=== spi_tx_engine ===
==> spi_tx_engine/layer_met1.png <==
Cells faint in the background.
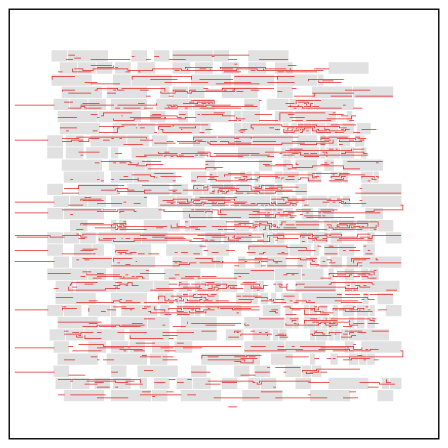
<file path="src/rtl/spi_tx_engine.sv">
// SPI master transmitter: pops words from a FWFT FIFO and shifts them out with runtime CPOL/CPHA/bit order.
// Define SPI_MISO_RX_EN to add the miso receive path (rx_data/rx_valid).
module spi_tx_engine #(
   parameter int DATAWIDTH       = 32,
   parameter int BITCOUNTERWIDTH = $clog2(DATAWIDTH),
   parameter int CLKDIV          = 2,
   parameter int GAPCYCLES       = 2
) (
   input  logic                 clk,
   input  logic                 rst,
   input  logic                 empty,
   input  logic [DATAWIDTH-1:0] read_data,
   output logic                 rd_en,
   input  logic                 cpol,
   input  logic                 cpha,
   input  logic                 lsb_first,
   output logic                 sclk,
   output logic                 mosi,
   output logic                 cs_n,
   output logic                 busy,
`ifdef SPI_MISO_RX_EN
   input  logic                 miso,
   output logic [DATAWIDTH-1:0] rx_data,
   output logic                 rx_valid,
`endif
   output logic                 done
);

   localparam int CNTMAX = (CLKDIV > GAPCYCLES) ? CLKDIV : GAPCYCLES;
   localparam int CNTW   = $clog2(CNTMAX + 1);
   localparam int HALFW  = BITCOUNTERWIDTH + 1;
   localparam logic [CNTW-1:0]            DIV_LAST  = CNTW'(CLKDIV - 1);
   localparam logic [CNTW-1:0]            GAP_LAST  = CNTW'(GAPCYCLES - 1);
   localparam logic [HALFW-1:0]           HALF_LAST = HALFW'(2 * DATAWIDTH - 1);
   localparam logic [BITCOUNTERWIDTH-1:0] BIT_LAST  = BITCOUNTERWIDTH'(DATAWIDTH - 1);

   typedef enum logic [2:0] {S_IDLE, S_SETUP, S_SHIFT, S_HOLD, S_GAP} state_t;

   state_t                     r_state, w_state_nxt;
   logic [CNTW-1:0]            r_cnt, w_cnt_nxt, w_cnt_inc;
   logic [HALFW-1:0]           r_half, w_half_nxt;
   logic [BITCOUNTERWIDTH-1:0] r_bit, w_bit_nxt;
   logic [DATAWIDTH-1:0]       r_data, w_data_nxt;
   logic                       r_cpol, w_cpol_nxt;
   logic                       r_cpha, w_cpha_nxt;
   logic                       r_lsb, w_lsb_nxt;
   logic                       r_rd_en, w_rd_en_nxt;
   logic                       r_sclk, w_sclk_nxt;
   logic                       r_mosi, w_mosi_nxt;
   logic                       r_cs_n, w_cs_n_nxt;
   logic                       r_busy, w_busy_nxt;
   logic                       r_done, w_done_nxt;

   function automatic logic [BITCOUNTERWIDTH-1:0] bit_pos(input logic lsb,
                                                         input logic [BITCOUNTERWIDTH-1:0] idx);
      return lsb ? idx : (BIT_LAST - idx);
   endfunction

   function automatic logic pick_bit(input logic [DATAWIDTH-1:0] d, input logic lsb,
                                     input logic [BITCOUNTERWIDTH-1:0] idx);
      return d[bit_pos(lsb, idx)];
   endfunction

   always_ff @(posedge clk or negedge rst) begin
      if (!rst) begin
         r_state <= S_IDLE;
         r_cnt   <= '0;
         r_half  <= '0;
         r_bit   <= '0;
         r_data  <= '0;
         r_cpol  <= 1'b0;
         r_cpha  <= 1'b0;
         r_lsb   <= 1'b0;
         r_rd_en <= 1'b0;
         r_sclk  <= 1'b0;
         r_mosi  <= 1'b0;
         r_cs_n  <= 1'b1;
         r_busy  <= 1'b0;
         r_done  <= 1'b0;
      end else begin
         r_state <= w_state_nxt;
         r_cnt   <= w_cnt_nxt;
         r_half  <= w_half_nxt;
         r_bit   <= w_bit_nxt;
         r_data  <= w_data_nxt;
         r_cpol  <= w_cpol_nxt;
         r_cpha  <= w_cpha_nxt;
         r_lsb   <= w_lsb_nxt;
         r_rd_en <= w_rd_en_nxt;
         r_sclk  <= w_sclk_nxt;
         r_mosi  <= w_mosi_nxt;
         r_cs_n  <= w_cs_n_nxt;
         r_busy  <= w_busy_nxt;
         r_done  <= w_done_nxt;
      end
   end

   always_comb begin
      w_state_nxt = r_state;
      w_cnt_nxt   = r_cnt;
      w_cnt_inc   = r_cnt + 1'b1;
      w_half_nxt  = r_half;
      w_bit_nxt   = r_bit;
      w_data_nxt  = r_data;
      w_cpol_nxt  = r_cpol;
      w_cpha_nxt  = r_cpha;
      w_lsb_nxt   = r_lsb;
      w_rd_en_nxt = 1'b0;
      w_sclk_nxt  = r_sclk;
      w_mosi_nxt  = r_mosi;
      w_cs_n_nxt  = r_cs_n;
      w_busy_nxt  = r_busy;
      w_done_nxt  = 1'b0;
      case (r_state)
         S_IDLE: begin
            w_sclk_nxt = cpol;
            w_cs_n_nxt = 1'b1;
            w_busy_nxt = 1'b0;
            w_cnt_nxt  = '0;
            if (!empty) begin
               w_state_nxt = S_SETUP;
               w_rd_en_nxt = 1'b1;
               w_data_nxt  = read_data;
               w_cpol_nxt  = cpol;
               w_cpha_nxt  = cpha;
               w_lsb_nxt   = lsb_first;
               w_cs_n_nxt  = 1'b0;
               w_busy_nxt  = 1'b1;
               w_bit_nxt   = '0;
               w_half_nxt  = '0;
               if (!cpha) w_mosi_nxt = pick_bit(read_data, lsb_first, '0);
            end
         end
         S_SETUP: begin
            if (r_cnt == DIV_LAST) begin
               w_state_nxt = S_SHIFT;
               w_cnt_nxt   = '0;
               w_half_nxt  = '0;
               w_sclk_nxt  = ~r_cpol;
               if (r_cpha) w_mosi_nxt = pick_bit(r_data, r_lsb, '0);
            end else begin
               w_cnt_nxt = w_cnt_inc;
            end
         end
         S_SHIFT: begin
            if (r_cnt == DIV_LAST) begin
               w_cnt_nxt = '0;
               if (r_half == HALF_LAST) begin
                  w_state_nxt = S_HOLD;
                  if (CLKDIV == 1) w_done_nxt = 1'b1;
               end else begin
                  w_half_nxt = r_half + 1'b1;
                  w_sclk_nxt = ~r_sclk;
                  // even half-periods begin on a leading edge, odd ones on a trailing edge
                  if (!w_half_nxt[0]) begin
                     if (r_cpha) begin
                        w_bit_nxt  = w_half_nxt[HALFW-1:1];
                        w_mosi_nxt = pick_bit(r_data, r_lsb, w_bit_nxt);
                     end
                  end else if (!r_cpha && r_bit != BIT_LAST) begin
                     w_bit_nxt  = r_bit + 1'b1;
                     w_mosi_nxt = pick_bit(r_data, r_lsb, w_bit_nxt);
                  end
               end
            end else begin
               w_cnt_nxt = w_cnt_inc;
            end
         end
         S_HOLD: begin
            w_sclk_nxt = r_cpol;
            if (r_cnt == DIV_LAST) begin
               w_state_nxt = S_GAP;
               w_cnt_nxt   = '0;
               w_cs_n_nxt  = 1'b1;
            end else begin
               w_cnt_nxt = w_cnt_inc;
               if (w_cnt_inc == DIV_LAST) w_done_nxt = 1'b1;
            end
         end
         S_GAP: begin
            if (r_cnt == GAP_LAST) begin
               w_state_nxt = S_IDLE;
               w_cnt_nxt   = '0;
               w_busy_nxt  = 1'b0;
            end else begin
               w_cnt_nxt = w_cnt_inc;
            end
         end
         default: begin
            w_state_nxt = S_IDLE;
         end
      endcase
   end

`ifdef SPI_MISO_RX_EN
   logic [DATAWIDTH-1:0]       r_rx_sh, w_rx_sh_nxt, r_rx_data;
   logic                       r_rx_valid;
   logic [HALFW-1:0]           w_half_inc;
   logic                       w_smp;
   logic [BITCOUNTERWIDTH-1:0] w_smp_idx;

   // sample edges: leading when cpha=0, trailing when cpha=1
   always_comb begin
      w_half_inc  = r_half + 1'b1;
      w_smp       = 1'b0;
      w_smp_idx   = '0;
      w_rx_sh_nxt = r_rx_sh;
      if (r_state == S_SETUP && r_cnt == DIV_LAST && !r_cpha) begin
         w_smp = 1'b1;
      end else if (r_state == S_SHIFT && r_cnt == DIV_LAST && r_half != HALF_LAST &&
                   w_half_inc[0] == r_cpha) begin
         w_smp     = 1'b1;
         w_smp_idx = w_half_inc[HALFW-1:1];
      end
      if (w_smp) w_rx_sh_nxt[bit_pos(r_lsb, w_smp_idx)] = miso;
   end

   always_ff @(posedge clk or negedge rst) begin
      if (!rst) begin
         r_rx_sh    <= '0;
         r_rx_data  <= '0;
         r_rx_valid <= 1'b0;
      end else begin
         r_rx_sh    <= w_rx_sh_nxt;
         r_rx_valid <= w_done_nxt;
         if (w_done_nxt) r_rx_data <= r_rx_sh;
      end
   end

   assign rx_data  = r_rx_data;
   assign rx_valid = r_rx_valid;
`endif

   assign rd_en = r_rd_en;
   assign sclk  = r_sclk;
   assign mosi  = r_mosi;
   assign cs_n  = r_cs_n;
   assign busy  = r_busy;
   assign done  = r_done;

endmodule

</file>
<file path="config.mk">
export PLATFORM = sky130hd
export DESIGN_NAME = spi_tx_engine
export DESIGN_NICKNAME = d
export VERILOG_FILES = /design/src/rtl/spi_tx_engine.sv
export SDC_FILE = /design/constraint.sdc
export NUM_CORES = 1
export LEC_CHECK = 0
export ABC_AREA = 0
export CORE_MARGIN = 8
export CORE_UTILIZATION = 61
export DETAILED_ROUTE_END_ITERATION = 7
export PLACE_DENSITY_LB_ADDON = 0.08
export SETUP_SLACK_MARGIN = 0.05
export SKIP_CTS_REPAIR_TIMING = 1
export SYNTH_ARGS = -nofsm -noshare
export SYNTH_HDL_FRONTEND = slang
export SYNTH_SLANG_ARGS = --single-unit
</file>
<file path="constraint.sdc">
create_clock -name clk -period 7.29 [get_ports clk]
set_input_delay 0.729 -clock clk [delete_from_list [all_inputs] [get_ports clk]]
set_output_delay 0.729 -clock clk [all_outputs]
set_load 0.03 [all_outputs]
</file>
==> summary.rpt <==
==== FLOW RESULTS ====
----------------------------------------------------
[Outcome]
  Run status ........................ completed

[Logic synthesis]
  Synthesized-area fraction occupied by ao, oa, aoi and oai cells ........................ 9.91%
  Largest family of logic cells by area ........................ multiplexers
  Synth warn ........................ 0

[Setup path]
  Req. time, crit path ........................ approximately 7500 ps
  Kind of critical path ........................ flip-flop to flip-flop
  Worst path slowest cell ........................ sky130_fd_sc_hd__xnor2_2

[Final timing]
  Post-layout period usage ........................ a little under half
  Setup repair after global routing missed its margin ........................ false
  Final hold violation count ........................ 0
  Worst-case hold slack ........................ 476 ps
  Measured slew at the worst slew-check pin ........................ 1150 ps

[Placed design]
  Cell area after placement ........................ between 4000 and 5000 µm²
  Number of cells after detailed placement ........................ 434

[Route]
  Average wire length per cell after detail routing ........................ 18.4 µm
  Met3 Routed Length ........................ 423 µm
  Detail Route met2 WL ........................ 4140 µm

[Clocking]
  Clock tree sinks ........................ 57
  Number of buffers inserted during clock tree synthesis ........................ 9

[Hold path]
  Path category of the worst min-delay check ........................ flip-flop to flip-flop

[Cells and area]
  Most frequent standard cell in the layout excluding fill and tap cells ........................ sky130_fd_sc_hd__dfrtp_1
  Most frequently placed logic cells in the final layout ........................ sky130_fd_sc_hd__dfrtp_1 (55), sky130_fd_sc_hd__clkdlybuf4s50_1 (42), sky130_fd_sc_hd__mux2_2 (38)

[Power]
  Power share of the combinational group ........................ approximately 33%
  Sequential group share of total power ........................ 39.2%
  Sequential cell power ........................ 0.380 mW
  Cell area power density ........................ 215 nW/µm²
  Pint ........................ 0.652 mW

[Die]
  Number of placement rows ........................ 29

[Global routing]
  Number of global-route vias before repair ........................ 2910

----------------------------------------------------
About spi_tx_engine/layer_met1.png:
372 nets have wire on it. The layer holds 43% of the routed length.
vias after detailed routing: 2899
global routing met1 resource utilization: 26.2%
aggregate routed wire length: 8290 µm

[layout make-up]
type / count / share of cell area [%]
Clock buffer: 13 / 3.53
Clock inverter: 3 / 0.334
Inverter: 4 / 0.334
Multi-Input combinational cell: 250 / 51.9
Sequential cell: 57 / 31.8
Tap cell: 77 / 2.14
Timing Repair Buffer: 46 / 9.96
[path summary, 6_finish.rpt]
check                           cells past startpoint  slack (ps)    end       from
worst min-delay path                                1         480   busy       busy
worst min register to register                      1         480   busy       busy
worst max-delay path                                8        3810   mosi  r_half[0]
min in group asynchronous                           2         530   done        rst
worst max register to register                      8        3810   mosi  r_half[0]
max in group asynchronous                           2        6240  r_lsb        rst
[registers in the layout, summed over array words and instances (netlist names)]
name     cells
cs_n         1
r_cnt        2
r_data      32
rd_en        1
r_lsb        1
r_bit        5
r_cpha       1
busy         1
mosi         1
r_state      3
sclk         1
done         1
r_half       6
r_cpol       1
[routing by layer]
metal / vias up / track usage (%)
li1: 1345 / -
met3: 21 / 4.52
met2: 99 / 31.0
met5: - / 0
met4: 0 / 10.6
met1: 1434 / 26.2

=== spi_flash_stream_reader ===
==> spi_flash_stream_reader/layer_met1.png <==
Cells faint in the background.
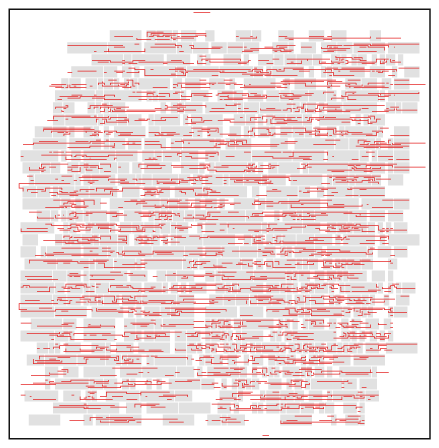
==> spi_flash_stream_reader/layer_met2.png <==
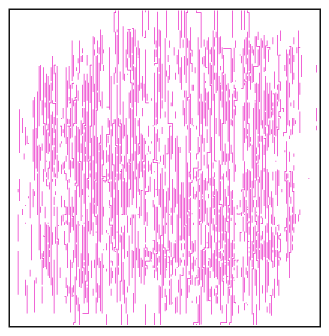
`config.mk`:
```
export PLATFORM = sky130hd
export DESIGN_NAME = spi_flash_stream_reader
export DESIGN_NICKNAME = d
export VERILOG_FILES = /design/src/rtl/spi_flash_pkg.sv /design/src/rtl/spi_bit_shifter.sv /design/src/rtl/spi_flash_stream_reader.sv
export SDC_FILE = /design/constraint.sdc
export NUM_CORES = 1
export LEC_CHECK = 0
export ABC_AREA = 1
export ABC_CLOCK_PERIOD_IN_PS = 1450
export CORE_AREA = 2 2 93 95
export CTS_CLUSTER_DIAMETER = 150
export CTS_CLUSTER_SIZE = 24
export DETAILED_ROUTE_END_ITERATION = 7
export DIE_AREA = 0 0 95 97
export GPL_TIMING_DRIVEN = 0
export PLACE_DENSITY_LB_ADDON = 0.15
export SETUP_SLACK_MARGIN = 0.3
export SLEW_MARGIN = 20
export SYNTH_ARGS = -nofsm -noshare
export SYNTH_HDL_FRONTEND = slang
export SYNTH_SLANG_ARGS = --single-unit
```
`constraint.sdc`:
```
create_clock -name clk -period 1.45 [get_ports clk]
set_input_delay 0.29 -clock clk [delete_from_list [all_inputs] [get_ports clk]]
set_output_delay 0.29 -clock clk [all_outputs]
set_load 0.1 [all_outputs]
```
`src/rtl/spi_flash_pkg.sv`:
```
// Shared constants, FSM state type and command-word helper for the SPI flash stream reader.
// Optional feature macro: SPI_FAST_READ_EN (selects FAST_READ opcode and dummy phase in the top).
package spi_flash_pkg;

    localparam logic [7:0]  CMD_READ      = 8'h03;
    localparam logic [7:0]  CMD_FAST_READ = 8'h0B;
    localparam int unsigned ADDR_BITS     = 24;
    localparam int unsigned DUMMY_BITS    = 8;
    localparam int unsigned CMD_BITS      = 8 + ADDR_BITS;

    typedef enum logic [2:0] {
        ST_IDLE,
        ST_CMD,
        ST_DUMMY,
        ST_DATA,
        ST_END
    } state_t;

    function automatic logic [CMD_BITS-1:0] cmd_word(
        input logic [7:0]           opcode,
        input logic [ADDR_BITS-1:0] flash_addr
    );
        return {opcode, flash_addr};
    endfunction

endpackage

```
`src/rtl/spi_bit_shifter.sv`:
```
// SPI mode-0 bit engine: toggles SCLK at clk/2, shifts the command word out MSB first
// and samples MISO into an 8-bit register on each rising SCLK edge; pause holds SCLK low.
module spi_bit_shifter
    import spi_flash_pkg::*;
(
    input  logic                clk,
    input  logic                reset,
    input  logic                clear,
    input  logic                load,
    input  logic [CMD_BITS-1:0] load_word,
    input  logic                enable,
    input  logic                pause,
    input  logic                miso,
    output logic                sclk,
    output logic                mosi,
    output logic [7:0]          rx_byte,
    output logic                rise,
    output logic                fall
);

    logic [CMD_BITS-1:0] out_shift;

    // A pause only ever blocks the low->high transition; a high phase always completes.
    assign rise = enable && !sclk && !pause;
    assign fall = enable && sclk;

    always_ff @(posedge clk) begin
        if (reset || clear) begin
            sclk      <= 1'b0;
            mosi      <= 1'b0;
            out_shift <= '0;
            rx_byte   <= '0;
        end else if (load) begin
            sclk      <= 1'b0;
            mosi      <= load_word[CMD_BITS-1];
            out_shift <= {load_word[CMD_BITS-2:0], 1'b0};
            rx_byte   <= '0;
        end else if (rise) begin
            sclk      <= 1'b1;
            rx_byte   <= {rx_byte[6:0], miso};
        end else if (fall) begin
            // Zeros follow the command word, so MOSI stays low through dummy and data phases.
            sclk      <= 1'b0;
            mosi      <= out_shift[CMD_BITS-1];
            out_shift <= {out_shift[CMD_BITS-2:0], 1'b0};
        end
    end

endmodule

```
`src/rtl/spi_flash_stream_reader.sv`:
```
// SPI flash burst reader: READ/FAST_READ + 24-bit address, streams len bytes to a valid/ready consumer.
// Define SPI_FAST_READ_EN to use opcode 0x0B with 8 dummy clocks after the address.
module spi_flash_stream_reader
    import spi_flash_pkg::*;
#(
    parameter int unsigned LEN_W = 16
)
(
    input  logic                 clk,
    input  logic                 reset,
    input  logic                 start,
    input  logic [ADDR_BITS-1:0] addr,
    input  logic [LEN_W-1:0]     len,
    input  logic                 abort,
    output logic                 busy,
    output logic                 done,
    output logic [7:0]           data,
    output logic                 data_valid,
    input  logic                 data_ready,
    output logic                 spi_cs_n,
    output logic                 spi_sclk,
    output logic                 spi_mosi,
    input  logic                 spi_miso
);

`ifdef SPI_FAST_READ_EN
    localparam bit FAST_READ = 1'b1;
`else
    localparam bit FAST_READ = 1'b0;
`endif

    localparam logic [7:0] OPCODE = FAST_READ ? CMD_FAST_READ : CMD_READ;

    state_t           state;
    logic [5:0]       bit_cnt;
    logic [LEN_W-1:0] byte_cnt;
    logic             accept;
    logic             load;
    logic             enable;
    logic             pause;
    logic             rise;
    logic             fall;
    logic [7:0]       rx_byte;

    assign accept = (state == ST_IDLE) && start && (len != '0);
    assign load   = accept && !abort;
    assign enable = (state == ST_CMD) || (state == ST_DUMMY) || (state == ST_DATA);
    // Hold SCLK low before a byte's 8th rise while the output register is still occupied.
    assign pause  = (state == ST_DATA) && (bit_cnt == 6'd7) && data_valid && !data_ready;

    spi_bit_shifter u_shifter (
        .clk       (clk),
        .reset     (reset),
        .clear     (abort),
        .load      (load),
        .load_word (cmd_word(OPCODE, addr)),
        .enable    (enable),
        .pause     (pause),
        .miso      (spi_miso),
        .sclk      (spi_sclk),
        .mosi      (spi_mosi),
        .rx_byte   (rx_byte),
        .rise      (rise),
        .fall      (fall)
    );

    always_ff @(posedge clk) begin
        if (reset || abort) begin
            state      <= ST_IDLE;
            bit_cnt    <= '0;
            byte_cnt   <= '0;
            spi_cs_n   <= 1'b1;
            busy       <= 1'b0;
            done       <= 1'b0;
            data       <= '0;
            data_valid <= 1'b0;
        end else begin
            done <= 1'b0;
            if (data_valid && data_ready) begin
                data_valid <= 1'b0;
            end

            case (state)
                ST_IDLE: begin
                    if (accept) begin
                        state    <= ST_CMD;
                        byte_cnt <= len;
                        bit_cnt  <= '0;
                        spi_cs_n <= 1'b0;
                        busy     <= 1'b1;
                    end
                end

                ST_CMD: begin
                    if (rise) begin
                        bit_cnt <= bit_cnt + 6'd1;
                    end else if (fall && (bit_cnt == 6'(CMD_BITS))) begin
                        bit_cnt <= '0;
                        state   <= FAST_READ ? ST_DUMMY : ST_DATA;
                    end
                end

                ST_DUMMY: begin
                    if (rise) begin
                        bit_cnt <= bit_cnt + 6'd1;
                    end else if (fall && (bit_cnt == 6'(DUMMY_BITS))) begin
                        bit_cnt <= '0;
                        state   <= ST_DATA;
                    end
                end

                ST_DATA: begin
                    if (rise) begin
                        bit_cnt <= bit_cnt + 6'd1;
                    end else if (fall && (bit_cnt == 6'd8)) begin
                        // Capture on the falling edge after the 8th rise; the register is free here.
                        bit_cnt    <= '0;
                        data       <= rx_byte;
                        data_valid <= 1'b1;
                        byte_cnt   <= byte_cnt - LEN_W'(1);
                        if (byte_cnt == LEN_W'(1)) begin
                            state    <= ST_END;
                            spi_cs_n <= 1'b1;
                        end
                    end
                end

                ST_END: begin
                    if (data_valid && data_ready) begin
                        state <= ST_IDLE;
                        busy  <= 1'b0;
                        done  <= 1'b1;
                    end
                end

                default: state <= ST_IDLE;
            endcase
        end
    end

endmodule

```
==> summary.rpt <==
==== FLOW RESULTS ====
----------------------------------------------------
[Setup path]
  Crit-path leading delay family ........................ simple AND/OR/NAND/NOR gates
  Launch point of the critical path ........................ bit_cnt[0]
  Worst Reg2Reg Path Length in Cells ........................ 10
  Worst path bufs/invs ........................ 3
  Kind of critical path ........................ flip-flop to flip-flop
  R2R Setup Slk ........................ -190 ps
  Crit path DAT ........................ 1910 ps
  Reg-to-Reg End ........................ bit_cnt[0]

[Flow run]
  Count of maximum capacitance violations ........................ 0

[Logic synthesis]
  Count of cell types in the netlist ........................ 33
  Post-Synthesis Cells ........................ 592
  Area fraction in mux cells ........................ 0%

[Global routing]
  Most congested layer reported by global routing ........................ met2
  Global routing met3 resource utilization ........................ between 5 and 6%

[Final timing]
  Worst-case setup margin in the final layout ........................ -191 ps
  Max-slew violation total from the final report ........................ 0
  Min Tclk post-route ........................ approximately 1600 ps
  Endpoints failing setup ........................ about 63

[Clocking]
  Clock slew seen by the registers of the worst setup and hold paths ........................ 80 ps
  Number of buffers added to fix hold violations after cts ........................ 0

[Hold path]
  Worst hold path endpoint ........................ byte_cnt[7]
  Path category of the worst min-delay check ........................ input pin to flip-flop

[Placed design]
  Hpwl dp ........................ 7570 µm

[Cells and area]
  Net count, final ........................ 763
  Largest register FFs ........................ 31
  Register with the most flip-flops ........................ u_shifter.out_shift

[Outcome]
  Violated checks ........................ setup timing
  Run status ........................ complete, but fails checks

[Power]
  Pint ........................ 4.50 mW
  Net Sw Power ........................ 3.01 mW

----------------------------------------------------
Notes on spi_flash_stream_reader/layer_met1.png above:
696 nets have wire on it. The layer carries 5500 µm of wire. The longest straight run is 34.5 µm. The layer holds 39% of the routed length.
global routing met1 resource utilization: 35.6%
vias after detailed routing: 4696

Notes on spi_flash_stream_reader/layer_met2.png above:
The wires run mostly vertical. 681 nets have wire on it.
aggregate routed wire length: 14100 µm
met2 demand-to-capacity share in global routing: 47.2%

-- cells in the mapped netlist, drive strengths merged (2+ instances only) --
library cell	n	area, µm²
ha	4	50.1
dfxtp	78	1560
nand4	8	50.1
clkbuf	17	63.8
xnor2	2	17.5
nand3	60	318
a31oi	27	169
or2	2	12.5
o21ai	22	110
nor2	70	284
clkinv	2	8.75
a21oi	45	225
xor2	2	17.5
nor3	5	30.0
buf	10	61.3
inv	38	143
nand2	197	769
-- power groups by stage --
| stage | Combinational [mW] | Sequential, mW | Clock [mW] |
|---|---|---|---|
| global placement | 1.93 | 2.42 | 0 |
| global route | 3.65 | 2.43 | 1.74 |
| CTS | 2.67 | 2.39 | 1.65 |
| finish | 3.44 | 2.42 | 1.65 |
| floorplan | 1.40 | 2.47 | 0 |
| detailed placement | 1.98 | 2.43 | 0 |
-- area by class of cell --
type / instances / area (µm²) / area share [%]
clock buffer: 11 / 153 / 2.33
clock inverter: 5 / 38.8 / 0.591
sequential: 78 / 1610 / 24.5
tap: 105 / 131 / 2.00
inverter: 40 / 194 / 2.96
multi-input combinational: 447 / 2920 / 44.5
buffer: 27 / 308 / 4.69
timing repair buffer: 110 / 1210 / 18.5

=== sfp_link_mgr ===
==> config.mk <==
export PLATFORM = sky130hd
export DESIGN_NAME = sfp_link_mgr
export DESIGN_NICKNAME = d
export VERILOG_FILES = /design/src/rtl/sfp_link_mgr.sv
export SDC_FILE = /design/constraint.sdc
export NUM_CORES = 1
export LEC_CHECK = 0
export CORE_AREA = 8 8 183 150
export CTS_CLUSTER_DIAMETER = 100
export DETAILED_ROUTE_END_ITERATION = 16
export DIE_AREA = 0 0 191 158
export GPL_TIMING_DRIVEN = 0
export SYNTH_ARGS = -nofsm -noshare
export SYNTH_HDL_FRONTEND = slang
export SYNTH_HIERARCHICAL = 1
export SYNTH_SLANG_ARGS = --single-unit
==> constraint.sdc <==
create_clock -name CLK -period 4.1 [get_ports CLK]
set_input_delay 0.41 -clock CLK [delete_from_list [all_inputs] [get_ports CLK]]
set_output_delay 0.41 -clock CLK [all_outputs]
set_load 0.005 [all_outputs]
==> src/rtl/sfp_link_mgr.sv <==
// Multi-channel SFP link manager: per-channel signal-detect debounce, module ID read
// over one shared IIC master, SGMII/1000BASE-X selection and PCS/PMA reset sequencing.

module sfp_link_ch #(
    parameter int DEB_CYC = 20_000_000,
    parameter int RST_CYC = 200_000
) (
    input  logic gclk,
    input  logic grst_n,
    input  logic sig_det,
    input  logic ovr_en,
    input  logic ovr_val,
    input  logic gnt,
    input  logic rvl,
    input  logic err,
    input  logic rd_bit,
    output logic req,
    output logic sel_sgmii,
    output logic rst_act,
    output logic ready,
    output logic id_err
);

    localparam int DEB_W = $clog2(DEB_CYC) + 1;
    localparam int RST_W = $clog2(RST_CYC) + 1;

    typedef enum logic [2:0] {IDLE, DEB, REQ, RD, CHK, RST, DONE} ch_state_e;

    ch_state_e        state, state_nxt;
    logic [1:0]       sync;
    logic             sig;
    logic [DEB_W-1:0] deb_cnt, deb_nxt;
    logic [RST_W-1:0] rst_cnt, rst_nxt;
    logic             new_mode, mode_nxt;
    logic             sel_nxt, err_nxt;
    logic             ovr_q;

    assign sig = sync[1];

    always_ff @(posedge gclk or negedge grst_n) begin
        if (!grst_n) begin
            sync      <= '0;
            state     <= IDLE;
            deb_cnt   <= '0;
            rst_cnt   <= '0;
            new_mode  <= 1'b0;
            sel_sgmii <= 1'b0;
            id_err    <= 1'b0;
            ovr_q     <= 1'b0;
        end else begin
            sync      <= {sync[0], sig_det};
            state     <= state_nxt;
            deb_cnt   <= deb_nxt;
            rst_cnt   <= rst_nxt;
            new_mode  <= mode_nxt;
            sel_sgmii <= sel_nxt;
            id_err    <= err_nxt;
            ovr_q     <= ovr_val;
        end
    end

    always_comb begin
        state_nxt = state;
        deb_nxt   = deb_cnt;
        rst_nxt   = rst_cnt;
        mode_nxt  = new_mode;
        sel_nxt   = sel_sgmii;
        err_nxt   = id_err;
        case (state)
            IDLE: if (sig) begin
                state_nxt = DEB;
                deb_nxt   = DEB_W'(DEB_CYC - 1);
            end
            DEB: begin
                if (!sig) begin
                    state_nxt = IDLE;
                end else if (deb_cnt == '0) begin
                    if (ovr_en) begin
                        mode_nxt  = ovr_val;
                        state_nxt = CHK;
                    end else begin
                        state_nxt = REQ;
                    end
                end else begin
                    deb_nxt = deb_cnt - DEB_W'(1);
                end
            end
            REQ: begin
                if (!sig)     state_nxt = IDLE;
                else if (gnt) state_nxt = RD;
            end
            // A started read always runs to completion; loss of signal is honoured afterwards.
            RD: begin
                if (err) begin
                    err_nxt   = 1'b1;
                    state_nxt = sig ? DONE : IDLE;
                end else if (rvl) begin
                    err_nxt   = 1'b0;
                    mode_nxt  = rd_bit;
                    state_nxt = sig ? CHK : IDLE;
                end
            end
            CHK: begin
                if (new_mode != sel_sgmii) begin
                    sel_nxt   = new_mode;
                    rst_nxt   = RST_W'(RST_CYC - 1);
                    state_nxt = RST;
                end else begin
                    state_nxt = DONE;
                end
            end
            RST: begin
                if (rst_cnt == '0) state_nxt = DONE;
                else               rst_nxt   = rst_cnt - RST_W'(1);
            end
            DONE: begin
                if (!sig) begin
                    state_nxt = IDLE;
                end else if (ovr_en && (ovr_val != ovr_q)) begin
                    mode_nxt  = ovr_val;
                    state_nxt = CHK;
                end
            end
            default: state_nxt = IDLE;
        endcase
    end

    assign req     = (state == REQ) && sig;
    assign rst_act = (state == RST);
    assign ready   = (state == DONE);

endmodule

module sfp_link_mgr #(
    parameter int CHANNELS = 2,
    parameter int DEB_CYC  = 20_000_000,
    parameter int RST_CYC  = 200_000,
    parameter int MODE_BIT = 3,
    parameter int CH_W     = (CHANNELS > 1) ? $clog2(CHANNELS) : 1
) (
    input  logic                CLK,
    input  logic                SYS_RSTn,
    input  logic [CHANNELS-1:0] SIG_DET,
    input  logic [CHANNELS-1:0] MODE_OVR_EN,
    input  logic [CHANNELS-1:0] MODE_OVR_VAL,
    output logic                IIC_REQ,
    output logic [CH_W-1:0]     IIC_CH,
    input  logic                IIC_ACK,
    input  logic                IIC_RVL,
    input  logic [7:0]          IIC_RDT,
    input  logic                IIC_ERR,
    output logic [CHANNELS-1:0] SEL_SGMII,
    output logic [CHANNELS-1:0] PHY_RST,
    output logic [CHANNELS-1:0] CH_READY,
    output logic [CHANNELS-1:0] ID_ERR
);

    localparam int RST_W = $clog2(RST_CYC) + 1;

    typedef struct packed {
        logic vld;
        logic err;
        logic mode;
    } iic_rsp_t;

    logic [RST_W-1:0]    por_cnt;
    logic                por_act;
    logic                busy;
    logic [CH_W-1:0]     rr_ptr;
    logic [CHANNELS-1:0] req_vec, gnt_vec, rst_act;
    logic                found;
    logic [CH_W-1:0]     pick;
    iic_rsp_t            rsp;
    logic                unused_rdt;

    assign unused_rdt = ^IIC_RDT;

    // Every PHY is held in reset for one full pulse after system reset release.
    always_ff @(posedge CLK or negedge SYS_RSTn) begin
        if (!SYS_RSTn)            por_cnt <= RST_W'(RST_CYC);
        else if (por_cnt != '0)   por_cnt <= por_cnt - RST_W'(1);
    end
    assign por_act = (por_cnt != '0);

    assign rsp.vld  = busy && (IIC_RVL || IIC_ERR);
    assign rsp.err  = IIC_ERR;
    assign rsp.mode = IIC_RDT[MODE_BIT];

    // Round-robin: lowest requesting index at or above the pointer, wrapping.
    always_comb begin
        int idx;
        idx   = 0;
        found = 1'b0;
        pick  = '0;
        for (int k = 0; k < CHANNELS; k++) begin
            idx = int'(rr_ptr) + k;
            if (idx >= CHANNELS) idx = idx - CHANNELS;
            if (!found && req_vec[idx]) begin
                found = 1'b1;
                pick  = CH_W'(idx);
            end
        end
        gnt_vec = '0;
        for (int k = 0; k < CHANNELS; k++)
            gnt_vec[k] = !busy && found && (pick == CH_W'(k));
    end

    always_ff @(posedge CLK or negedge SYS_RSTn) begin
        if (!SYS_RSTn) begin
            busy    <= 1'b0;
            IIC_REQ <= 1'b0;
            IIC_CH  <= '0;
            rr_ptr  <= '0;
        end else if (!busy) begin
            if (found) begin
                busy    <= 1'b1;
                IIC_REQ <= 1'b1;
                IIC_CH  <= pick;
            end
        end else begin
            if (IIC_ACK) IIC_REQ <= 1'b0;
            if (rsp.vld) begin
                busy    <= 1'b0;
                IIC_REQ <= 1'b0;
                rr_ptr  <= (IIC_CH == CH_W'(CHANNELS - 1)) ? '0 : IIC_CH + CH_W'(1);
            end
        end
    end

    for (genvar g = 0; g < CHANNELS; g++) begin : g_ch
        logic own;
        assign own = rsp.vld && (IIC_CH == CH_W'(g));

        sfp_link_ch #(
            .DEB_CYC (DEB_CYC),
            .RST_CYC (RST_CYC)
        ) u_ch (
            .gclk      (CLK),
            .grst_n    (SYS_RSTn),
            .sig_det   (SIG_DET[g]),
            .ovr_en    (MODE_OVR_EN[g]),
            .ovr_val   (MODE_OVR_VAL[g]),
            .gnt       (gnt_vec[g]),
            .rvl       (own && !rsp.err),
            .err       (own && rsp.err),
            .rd_bit    (rsp.mode),
            .req       (req_vec[g]),
            .sel_sgmii (SEL_SGMII[g]),
            .rst_act   (rst_act[g]),
            .ready     (CH_READY[g]),
            .id_err    (ID_ERR[g])
        );
    end

    assign PHY_RST = rst_act | {CHANNELS{por_act}};

endmodule

==> sfp_link_mgr/layer_met1.png <==
Cells faint in the background.
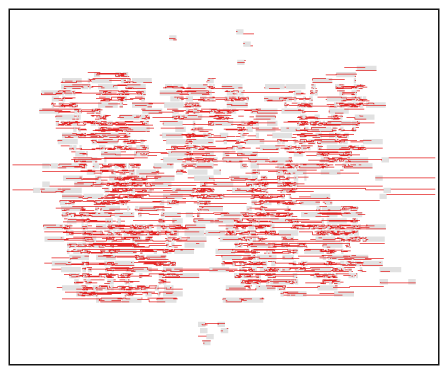
The layer holds 52% of the routed length. 787 nets have wire on it.
global routing met1 resource utilization: 17.0%
aggregate routed wire length: 17100 µm
vias after detailed routing: 6047

==> sfp_link_mgr/layer_met2.png <==
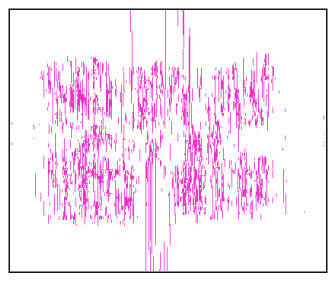
The wires run mostly vertical. The layer holds 42% of the routed length. 660 nets have wire on it. The longest straight run is 65.5 µm.
met2 demand-to-capacity share in global routing: 16.8%

==> summary.rpt <==
==== FLOW RESULTS ====
----------------------------------------------------
[Cells and area]
  Register with the most flip-flops ........................ g_ch.u_ch/deb_cnt
  Most frequently placed logic cells in the final layout ........................ sky130_fd_sc_hd__dfrtp_1 (125), sky130_fd_sc_hd__o21ai_0 (69), sky130_fd_sc_hd__a21oi_1 (53)

[Logic synthesis]
  Yosys cell count ........................ 768
  Largest family of logic cells by area ........................ simple AND/OR/NAND/NOR gates
  Prevailing post-synth register cell ........................ sky130_fd_sc_hd__dfrtp_1
  Post-synthesis async set-or-reset flop share ........................ 100%

[Global routing]
  Global-route congestion overflow total ........................ 0
  Wire length of the first global-routing pass ........................ 28600 µm
  Global routing met3 resource utilization ........................ 2.73%
  Most congested layer reported by global routing ........................ met1

[Power]
  Worst IR drop on VDD ........................ ~0.0003 V
  Power drawn by the combinational cells ........................ 1.17 mW
  Pint ........................ 2.92 mW
  Clk pwr share ........................ 33.5%
  Sequential cell power ........................ 1.78 mW

[Setup path]
  Crit path capture type ........................ primary output
  Worst Reg2Reg Path Length in Cells ........................ 9
  Startpoint of the worst register-to-register path ........................ g_ch[0].u_ch/state[1]
  Launch point of the critical path ........................ por_cnt[4]
  R2R Setup Slk ........................ about 1100 ps

[Outcome]
  Run status ........................ completed

[Final timing]
  Endpoints failing setup ........................ 0

[Die]
  Die area ........................ 30200 µm²

[Clocking]
  Number of buffers inserted during clock tree synthesis ........................ 17
  # H-tree levels ........................ 4

[Hold path]
  Cell depth of the worst min-delay path ........................ 0

----------------------------------------------------
-- cells by family (layout without fill, tap and decap cells) --
family          Yosys count  in the layout
simple gates            325            325
compound gates          212            212
flops                   131            131
buf+inv                  54            109
xor+xnor                 23             23
mux                      17             17
fa+ha+maj                 6              6
-- timing repair --
item,in CTS,in global routing
gates resized,0,0
hold endpoints to repair,41,0
setup buffers,0,0
hold buffers,1,0
-- worst max-delay path by stage --
stage                         endpoint  slack (ps)  cells past startpoint
6_report                    PHY_RST[0]         710                      6
5_1_grt                     PHY_RST[0]         580                      6
4_1_cts                     PHY_RST[0]         670                      6
3_5_place_dp                PHY_RST[0]        1130                      6
3_3_place_gp   g_ch[0].u_ch/rst_cnt[4]       -2990                      1
2_1_floorplan  g_ch[0].u_ch/deb_cnt[4]        1700                      8
-- area by class of cell --
type	count	area, µm²	share of cell area [%]
Buffer	30	146	1.74
Clock buffer	23	498	5.92
Clock inverter	9	77.6	0.922
Inverter	24	90.1	1.07
Multi-Input combinational cell	583	3660	43.5
Sequential cell	131	3290	39.0
Tap cell	324	405	4.82
Timing Repair Buffer	23	249	2.96

=== prefetch_ctrl ===
==> prefetch_ctrl/layer_met1.png <==
Cells faint in the background.
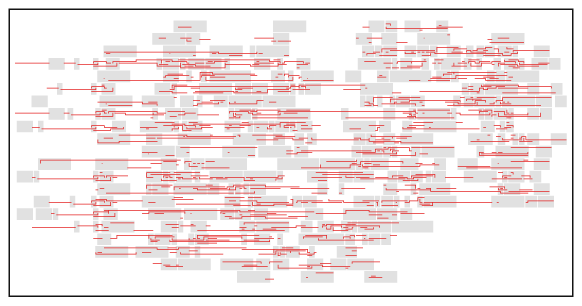
### src/rtl/bf8b_pkg.sv
// bf8b_pkg: shared constants for the 8-bit core (prefetch depth, instruction and address widths, idle no-op byte)
package bf8b_pkg;
  localparam int PREFETCH_DEPTH_DEFAULT = 4;
  localparam int INSTR_WIDTH = 8;
  localparam int PC_WIDTH = 12;
  localparam logic [INSTR_WIDTH-1:0] INSTR_IDLE = '1;
endpackage

### src/rtl/en_shift_reg.sv
// en_shift_reg: LENGTH-word shift register with per-word enables; ports clk, rst, en[LENGTH], d (into word 0), q[LENGTH] (words reset to all ones)
module en_shift_reg #(
  parameter int LENGTH = 4,
  parameter int WIDTH = 8
) (
  input  logic                          clk,
  input  logic                          rst,
  input  logic [LENGTH-1:0]             en,
  input  logic [WIDTH-1:0]              d,
  output logic [LENGTH-1:0][WIDTH-1:0]  q
);
  always_ff @(posedge clk)
    if (rst) q <= '1;
    else begin
      if (en[0]) q[0] <= d;
      for (int i = 1; i < LENGTH; i++)
        if (en[i]) q[i] <= q[i-1];
    end
endmodule

### src/rtl/prefetch_ctrl.sv
// prefetch_ctrl: instruction prefetch buffer; ports clk, rst, redirect/redirect_addr, mem_rd/mem_addr/mem_data, instr/instr_valid/instr_ready; PREFETCH_BYPASS_EN adds empty-buffer mem_data-to-instr bypass
module prefetch_ctrl
  import bf8b_pkg::*;
#(
  parameter int DEPTH = PREFETCH_DEPTH_DEFAULT,
  parameter int WIDTH = INSTR_WIDTH,
  parameter int ADDR_WIDTH = PC_WIDTH
) (
  input  logic                  clk,
  input  logic                  rst,
  input  logic                  redirect,
  input  logic [ADDR_WIDTH-1:0] redirect_addr,
  output logic                  mem_rd,
  output logic [ADDR_WIDTH-1:0] mem_addr,
  input  logic [WIDTH-1:0]      mem_data,
  output logic [WIDTH-1:0]      instr,
  output logic                  instr_valid,
  input  logic                  instr_ready
);
  localparam int CW = $clog2(DEPTH + 1);
  logic [ADDR_WIDTH-1:0] pc;
  logic [CW-1:0] count;
  logic inflight, kill, push, pop, byp;
  logic [DEPTH-1:0] en;
  logic [DEPTH-1:0][WIDTH-1:0] q;
  logic [WIDTH-1:0] head;
  en_shift_reg #(.LENGTH(DEPTH), .WIDTH(WIDTH)) u_buf (
    .clk(clk), .rst(rst), .en(en), .d(mem_data), .q(q)
  );
  assign mem_rd = !rst && !redirect && (({1'b0, count} + (CW+1)'(inflight)) < (CW+1)'(DEPTH));
  assign mem_addr = pc;
  assign push = inflight && !kill && !redirect;
`ifdef PREFETCH_BYPASS_EN
  assign byp = push && count == '0;
`else
  assign byp = 1'b0;
`endif
  assign instr_valid = count != '0 || byp;
  assign pop = instr_valid && instr_ready && !redirect;
  always_comb begin
    head = '1;
    for (int i = 0; i < DEPTH; i++)
      if (CW'(i) == count - CW'(1)) head = q[i];
  end
  assign instr = count != '0 ? head : byp ? mem_data : {WIDTH{1'b1}};
  always_comb begin
    en = '0;
    for (int i = 0; i < DEPTH; i++)
      en[i] = push && (pop ? CW'(i) < count : CW'(i) <= count);
  end
  always_ff @(posedge clk)
    if (rst) begin
      pc <= '0;
      count <= '0;
      inflight <= 1'b0;
      kill <= 1'b0;
    end else begin
      pc <= redirect ? redirect_addr : pc + ADDR_WIDTH'(mem_rd);
      count <= redirect ? '0 : count + CW'(push && !pop) - CW'(pop && !push);
      inflight <= mem_rd;
      kill <= redirect && inflight;
    end
endmodule

### config.mk
export PLATFORM = sky130hd
export DESIGN_NAME = prefetch_ctrl
export DESIGN_NICKNAME = d
export VERILOG_FILES = /design/src/rtl/bf8b_pkg.sv /design/src/rtl/en_shift_reg.sv /design/src/rtl/prefetch_ctrl.sv
export SDC_FILE = /design/constraint.sdc
export NUM_CORES = 1
export LEC_CHECK = 0
export CAP_MARGIN = 20
export CELL_PAD_IN_SITES_DETAIL_PLACEMENT = 0
export CELL_PAD_IN_SITES_GLOBAL_PLACEMENT = 1
export CORE_ASPECT_RATIO = 0.5
export CORE_UTILIZATION = 35
export DETAILED_ROUTE_END_ITERATION = 8
export PLACE_DENSITY = 0.79
export SYNTH_ARGS = -nofsm -noshare
export SYNTH_HDL_FRONTEND = slang
export SYNTH_SLANG_ARGS = --single-unit
### constraint.sdc
create_clock -name clk -period 2.5 [get_ports clk]
set_input_delay 0.375 -clock clk [delete_from_list [all_inputs] [get_ports clk]]
set_output_delay 0.375 -clock clk [all_outputs]
set_load 0.1 [all_outputs]
==> summary.rpt <==
==== FLOW RESULTS ====
----------------------------------------------------
[Global routing]
  GRT Total Usage ........................ 15.7%
  Global routing met3 resource utilization ........................ under 10%
  Number of global-route vias before repair ........................ roughly 1.8k

[Final timing]
  Worst slew margin ........................ 57.1%
  Min Tclk post-route ........................ 2350 ps
  Worst-case hold slack ........................ between 400 and 500 ps
  Endpoints failing setup ........................ 0

[Logic synthesis]
  Flip-flops with a built-in enable ........................ 0
  Post-Synthesis Mean Instance Area ........................ 9.04 µm²

[Outcome]
  Run status ........................ completed

[Clocking]
  # H-tree levels ........................ 2

[Power]
  Pwr top ........................ sequential cells
  Switching part of the total power ........................ 29.0%

[Die]
  IO Count ........................ between 40 and 50

[Hold path]
  Path category of the worst min-delay check ........................ flip-flop to flip-flop

[Route]
  DRC violations left ........................ 0

[Cells and area]
  Final cell area excluding filler cells ........................ 3330 µm²

----------------------------------------------------
Notes on prefetch_ctrl/layer_met1.png above:
The layer carries 2750 µm of wire. 307 nets have wire on it. The longest straight run is 30.4 µm.
aggregate routed wire length: 5470 µm
vias after detailed routing: 1973
global routing met1 resource utilization: 20.2%

-- stage by stage --
| step | instances | util [%] | setup WS (ps) | total power [mW] | setup TNS [ps] |
|---|---|---|---|---|---|
| after floorplan | 279 | - | -81.1 | 1.04 | -119 |
| after global placement | 410 | 46.4 | 62.5 | 1.13 | 0 |
| after detailed placement | 410 | 46.4 | 30.9 | 1.13 | 0 |
| after CTS | 418 | 48.6 | 92.5 | 1.83 | 0 |
| after global routing | 418 | 48.7 | 9.49 | 1.88 | 0 |
| final | 418 | 48.7 | 150 | 1.81 | 0 |
-- logic make-up after synthesis --
kind of cell               after synthesis  share of synthesized area [%]
and+or+nand+nor                         99                           19.3
DFF                                     49                           38.9
AOI/OAI and AO/OA                       48                           14.6
muxes                                   34                           13.5
buffers and inverters                   33                           6.50
adders and majority gates                9                           4.76
xor gates and xnor gates                 7                           2.43
-- sequential cells by signal, summed over array words and instances (netlist names) --
| register | count |
|---|---|
| count | 3 |
| inflight | 1 |
| u_buf.q | 32 |
| kill | 1 |
| mem_addr | 12 |
-- timing repair --
action | 4_1_cts | 5_1_grt
gates resized | 0 | 4
endpoints found under the setup margin | 0 | 6
hold endpoints to repair | 0 | 0

=== field_types_top ===
==> field_types_top/layer_met2.png <==
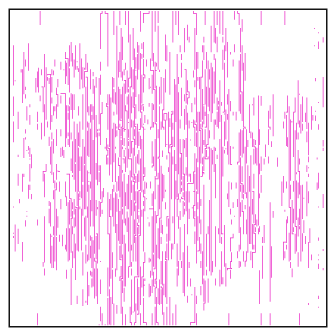
==> field_types_top/layer_met4.png <==
Bar = 20 µm. Cells faint in the background.
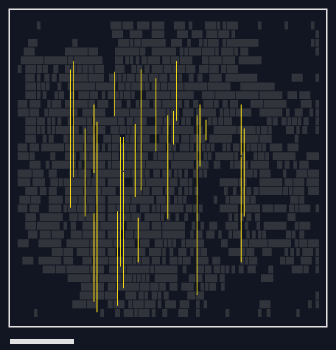
**config.mk**
```make
export PLATFORM = sky130hd
export DESIGN_NAME = field_types_top
export DESIGN_NICKNAME = d
export VERILOG_FILES = /design/src/rtl/field_types_top.sv
export SDC_FILE = /design/constraint.sdc
export NUM_CORES = 1
export LEC_CHECK = 0
export ABC_AREA = 1
export ABC_CLOCK_PERIOD_IN_PS = 1250
export CORE_MARGIN = 2
export CORE_UTILIZATION = 36
export DETAILED_ROUTE_END_ITERATION = 12
export MAX_ROUTING_LAYER = met4
export PLACE_DENSITY = 0.78
export SLEW_MARGIN = 10
export SYNTH_ARGS = -nofsm -noshare
export SYNTH_HDL_FRONTEND = slang
export SYNTH_SLANG_ARGS = --single-unit
```
**constraint.sdc**
```tcl
create_clock -name clk -period 1.25 [get_ports clk]
set_input_delay 0.125 -clock clk [delete_from_list [all_inputs] [get_ports clk]]
set_output_delay 0.125 -clock clk [all_outputs]
set_load 0.02 [all_outputs]
```
**src/rtl/field_types_top.sv**
```systemverilog
// field_types_top: APB4 register block with ten
// 8-bit fields, one per sw/hw access combination.
module field_types_top #(
  parameter int G_ADDR_WIDTH = 4
) (
  input  logic                    clk,
  input  logic                    rst,
  input  logic                    s_apb_psel,
  input  logic                    s_apb_penable,
  input  logic                    s_apb_pwrite,
  input  logic [2:0]              s_apb_pprot,
  input  logic [G_ADDR_WIDTH-1:0] s_apb_paddr,
  input  logic [31:0]             s_apb_pwdata,
  input  logic [3:0]              s_apb_pstrb,
  output logic                    s_apb_pready,
  output logic [31:0]             s_apb_prdata,
  output logic                    s_apb_pslverr,
  input  logic [7:0]              hwif_in_r1_f_next,
  input  logic                    hwif_in_r1_f_we,
  output logic [7:0]              hwif_out_r1_f_value,
  output logic [7:0]              hwif_out_r2_f_value,
  input  logic [7:0]              hwif_in_r3_f_next,
  input  logic                    hwif_in_r3_f_wel,
  input  logic [7:0]              hwif_in_r5_f_next,
  input  logic                    hwif_in_r5_f_we,
  output logic [7:0]              hwif_out_r5_f_value,
  output logic [7:0]              hwif_out_r6_f_value,
  input  logic [7:0]              hwif_in_r7_f_next,
  input  logic [7:0]              hwif_in_r9_f_next,
  input  logic                    hwif_in_r9_f_we,
  output logic [7:0]              hwif_out_r9_f_value,
  output logic [7:0]              hwif_out_r10_f_value
);

  localparam logic [7:0] RST_R1  = 8'd10;
  localparam logic [7:0] RST_R2  = 8'd20;
  localparam logic [7:0] RST_R3  = 8'd30;
  localparam logic [7:0] RST_R4  = 8'd40;
  localparam logic [7:0] RST_R5  = 8'd50;
  localparam logic [7:0] CONST_R6 = 8'd60;
  localparam logic [7:0] CONST_R8 = 8'd80;
  localparam logic [7:0] RST_R9  = 8'd90;
  localparam logic [7:0] RST_R10 = 8'd100;

  logic       setup_q;
  logic       access;
  logic       sw_wr;
  logic       sw_rd;
  logic [7:0] wdata;
  logic [9:0] sel;
  logic [7:0] rd_mux;

  logic [7:0] r1_q;
  logic [7:0] r2_q;
  logic [7:0] r3_q;
  logic [7:0] r4_q;
  logic [7:0] r5_q;
  logic [7:0] r9_q;
  logic [7:0] r10_q;

  logic unused_bits;
  assign unused_bits = ^{s_apb_pprot,
                         s_apb_pwdata[31:8],
                         s_apb_pstrb[3:1]};

  // Remember that the previous cycle was a setup phase;
  // reset clears it so an interrupted transfer never completes.
  always_ff @(posedge clk) begin
    if (rst) begin
      setup_q <= 1'b0;
    end else begin
      setup_q <= s_apb_psel & ~s_apb_penable;
    end
  end

  assign access = s_apb_psel & s_apb_penable
                & setup_q & ~rst;
  assign sw_wr  = access & s_apb_pwrite
                & s_apb_pstrb[0];
  assign sw_rd  = access & ~s_apb_pwrite;
  assign wdata  = s_apb_pwdata[7:0];

  // One-hot register select from the byte address.
  always_comb begin
    sel = '0;
    case (s_apb_paddr)
      G_ADDR_WIDTH'(0): sel[0] = 1'b1;
      G_ADDR_WIDTH'(1): sel[1] = 1'b1;
      G_ADDR_WIDTH'(2): sel[2] = 1'b1;
      G_ADDR_WIDTH'(3): sel[3] = 1'b1;
      G_ADDR_WIDTH'(4): sel[4] = 1'b1;
      G_ADDR_WIDTH'(5): sel[5] = 1'b1;
      G_ADDR_WIDTH'(6): sel[6] = 1'b1;
      G_ADDR_WIDTH'(7): sel[7] = 1'b1;
      G_ADDR_WIDTH'(8): sel[8] = 1'b1;
      G_ADDR_WIDTH'(9): sel[9] = 1'b1;
      default:          sel    = '0;
    endcase
  end

  // r1: sw rw, hw rw; software wins a same-cycle collision.
  always_ff @(posedge clk) begin
    if (rst) begin
      r1_q <= RST_R1;
    end else if (sw_wr && sel[0]) begin
      r1_q <= wdata;
    end else if (hwif_in_r1_f_we) begin
      r1_q <= hwif_in_r1_f_next;
    end
  end

  // r2: sw rw, hw read only.
  always_ff @(posedge clk) begin
    if (rst) begin
      r2_q <= RST_R2;
    end else if (sw_wr && sel[1]) begin
      r2_q <= wdata;
    end
  end

  // r3: sw rw, hw write with active-low enable.
  always_ff @(posedge clk) begin
    if (rst) begin
      r3_q <= RST_R3;
    end else if (sw_wr && sel[2]) begin
      r3_q <= wdata;
    end else if (!hwif_in_r3_f_wel) begin
      r3_q <= hwif_in_r3_f_next;
    end
  end

  // r4: sw rw, invisible to hardware.
  always_ff @(posedge clk) begin
    if (rst) begin
      r4_q <= RST_R4;
    end else if (sw_wr && sel[3]) begin
      r4_q <= wdata;
    end
  end

  // r5: sw read only, so only hardware can load it.
  always_ff @(posedge clk) begin
    if (rst) begin
      r5_q <= RST_R5;
    end else if (hwif_in_r5_f_we) begin
      r5_q <= hwif_in_r5_f_next;
    end
  end

  // r9: sw write only, hw rw; software wins a collision.
  always_ff @(posedge clk) begin
    if (rst) begin
      r9_q <= RST_R9;
    end else if (sw_wr && sel[8]) begin
      r9_q <= wdata;
    end else if (hwif_in_r9_f_we) begin
      r9_q <= hwif_in_r9_f_next;
    end
  end

  // r10: sw write only, hw read only.
  always_ff @(posedge clk) begin
    if (rst) begin
      r10_q <= RST_R10;
    end else if (sw_wr && sel[9]) begin
      r10_q <= wdata;
    end
  end

  // Readback mux; write-only and unmapped slots read 0.
  always_comb begin
    rd_mux = '0;
    unique case (1'b1)
      sel[0]:  rd_mux = r1_q;
      sel[1]:  rd_mux = r2_q;
      sel[2]:  rd_mux = r3_q;
      sel[3]:  rd_mux = r4_q;
      sel[4]:  rd_mux = r5_q;
      sel[5]:  rd_mux = CONST_R6;
      sel[6]:  rd_mux = hwif_in_r7_f_next;
      sel[7]:  rd_mux = CONST_R8;
      default: rd_mux = '0;
    endcase
  end

  assign s_apb_pready  = access;
  assign s_apb_pslverr = 1'b0;
  assign s_apb_prdata  = sw_rd ? {24'b0, rd_mux}
                               : 32'b0;

  assign hwif_out_r1_f_value  = r1_q;
  assign hwif_out_r2_f_value  = r2_q;
  assign hwif_out_r5_f_value  = r5_q;
  assign hwif_out_r6_f_value  = CONST_R6;
  assign hwif_out_r9_f_value  = r9_q;
  assign hwif_out_r10_f_value = r10_q;

endmodule

```
==> summary.rpt <==
==== FLOW RESULTS ====
----------------------------------------------------
[Final timing]
  Max-slew violation total from the final report ........................ 0
  Min Tclk post-route ........................ 1560 ps
  Worst-case setup margin in the final layout ........................ -315 ps
  Endpoints failing setup ........................ 57

[Placed design]
  Port bufs ........................ between 100 and 150

[Logic synthesis]
  Share of synthesized cell area in and, or, nand and nor gates ........................ between 30% and 40%
  Post-synthesis async set-or-reset flop share ........................ 0%
  Synth warn ........................ 0
  Yosys cell count ........................ 488
  Top cells by instance count after synthesis ........................ sky130_fd_sc_hd__nand2_1 (151), sky130_fd_sc_hd__dfxtp_1 (57), sky130_fd_sc_hd__nand3_1 (51)

[Outcome]
  Violated checks ........................ setup timing
  Run status ........................ complete, but fails checks

[Clocking]
  CTS Root Cell ........................ sky130_fd_sc_hd__clkbuf_8
  Clock slew seen by the registers of the worst setup and hold paths ........................ about 70 ps

[Die]
  Floorplan core area ........................ 8720 µm²

[Flow run]
  Count of maximum capacitance violations ........................ 0

----------------------------------------------------
Notes on field_types_top/layer_met2.png above:
639 nets have wire on it. The wires run mostly vertical.
vias after detailed routing: 4018
aggregate routed wire length: 12800 µm
met2 demand-to-capacity share in global routing: 42.4%

Notes on field_types_top/layer_met4.png above:
20 nets have wire on it. The wires run mostly vertical.

[final cells by class]
cell class / count / area (µm²)
clock buffer: 10 / 128
tap: 108 / 135
inverter: 28 / 123
timing repair buffer: 204 / 1920
timing repair inverter: 1 / 7.51
sequential: 57 / 1150
fill: 713 / 2890
multi-input combinational: 383 / 2300
clock inverter: 6 / 67.6
[kinds of logic (layout without fill, tap and decap cells)]
logic type	after synthesis	in the layout
AND/OR/NAND/NOR	283	286
buffers and inverters	82	249
AND-OR/OR-AND	64	64
flip-flops	57	57
other	2	33
[sequential cells by signal, summed over array words and instances, names as in the netlist]
register / cells
hwif_out_r1_f_value: 8
setup_q: 1
r4_q: 8
r3_q: 8
hwif_out_r9_f_value: 8
hwif_out_r10_f_value: 8
hwif_out_r2_f_value: 8
hwif_out_r5_f_value: 8
[report_power, final]
| group | switching (mW) | total (mW) | internal [mW] |
|---|---|---|---|
| clock | 0.849 | 1.78 | 0.927 |
| combinational | 0.575 | 1.02 | 0.441 |
| sequential | 0.0473 | 1.93 | 1.89 |
| total | 1.47 | 4.72 | 3.25 |


==> gallery <==
Metal 4.
panel A
Bar = 20 µm. Cells faint in the background.
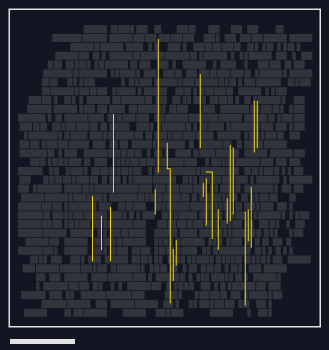
panel B
Bar = 20 µm. Cells faint in the background.
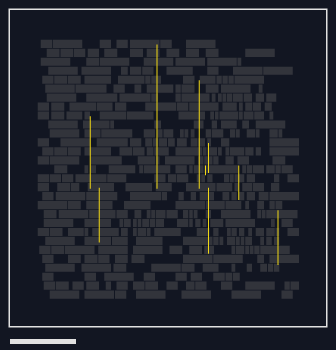
panel C
Bar = 50 µm. Cells faint in the background.
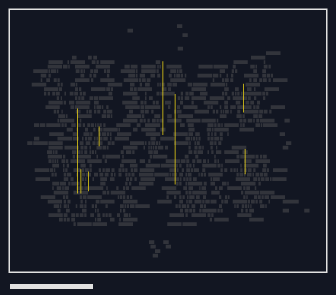
panel A: spi_flash_stream_reader
panel C: sfp_link_mgr
panel B: spi_tx_engine
Of these, largest die: panel C

Key to panel A:
The longest straight run is 41.2 µm. The wires run mostly vertical. 19 nets have wire on it. The layer carries 398 µm of wire.

Power is estimated from default activity; no workload was simulated.
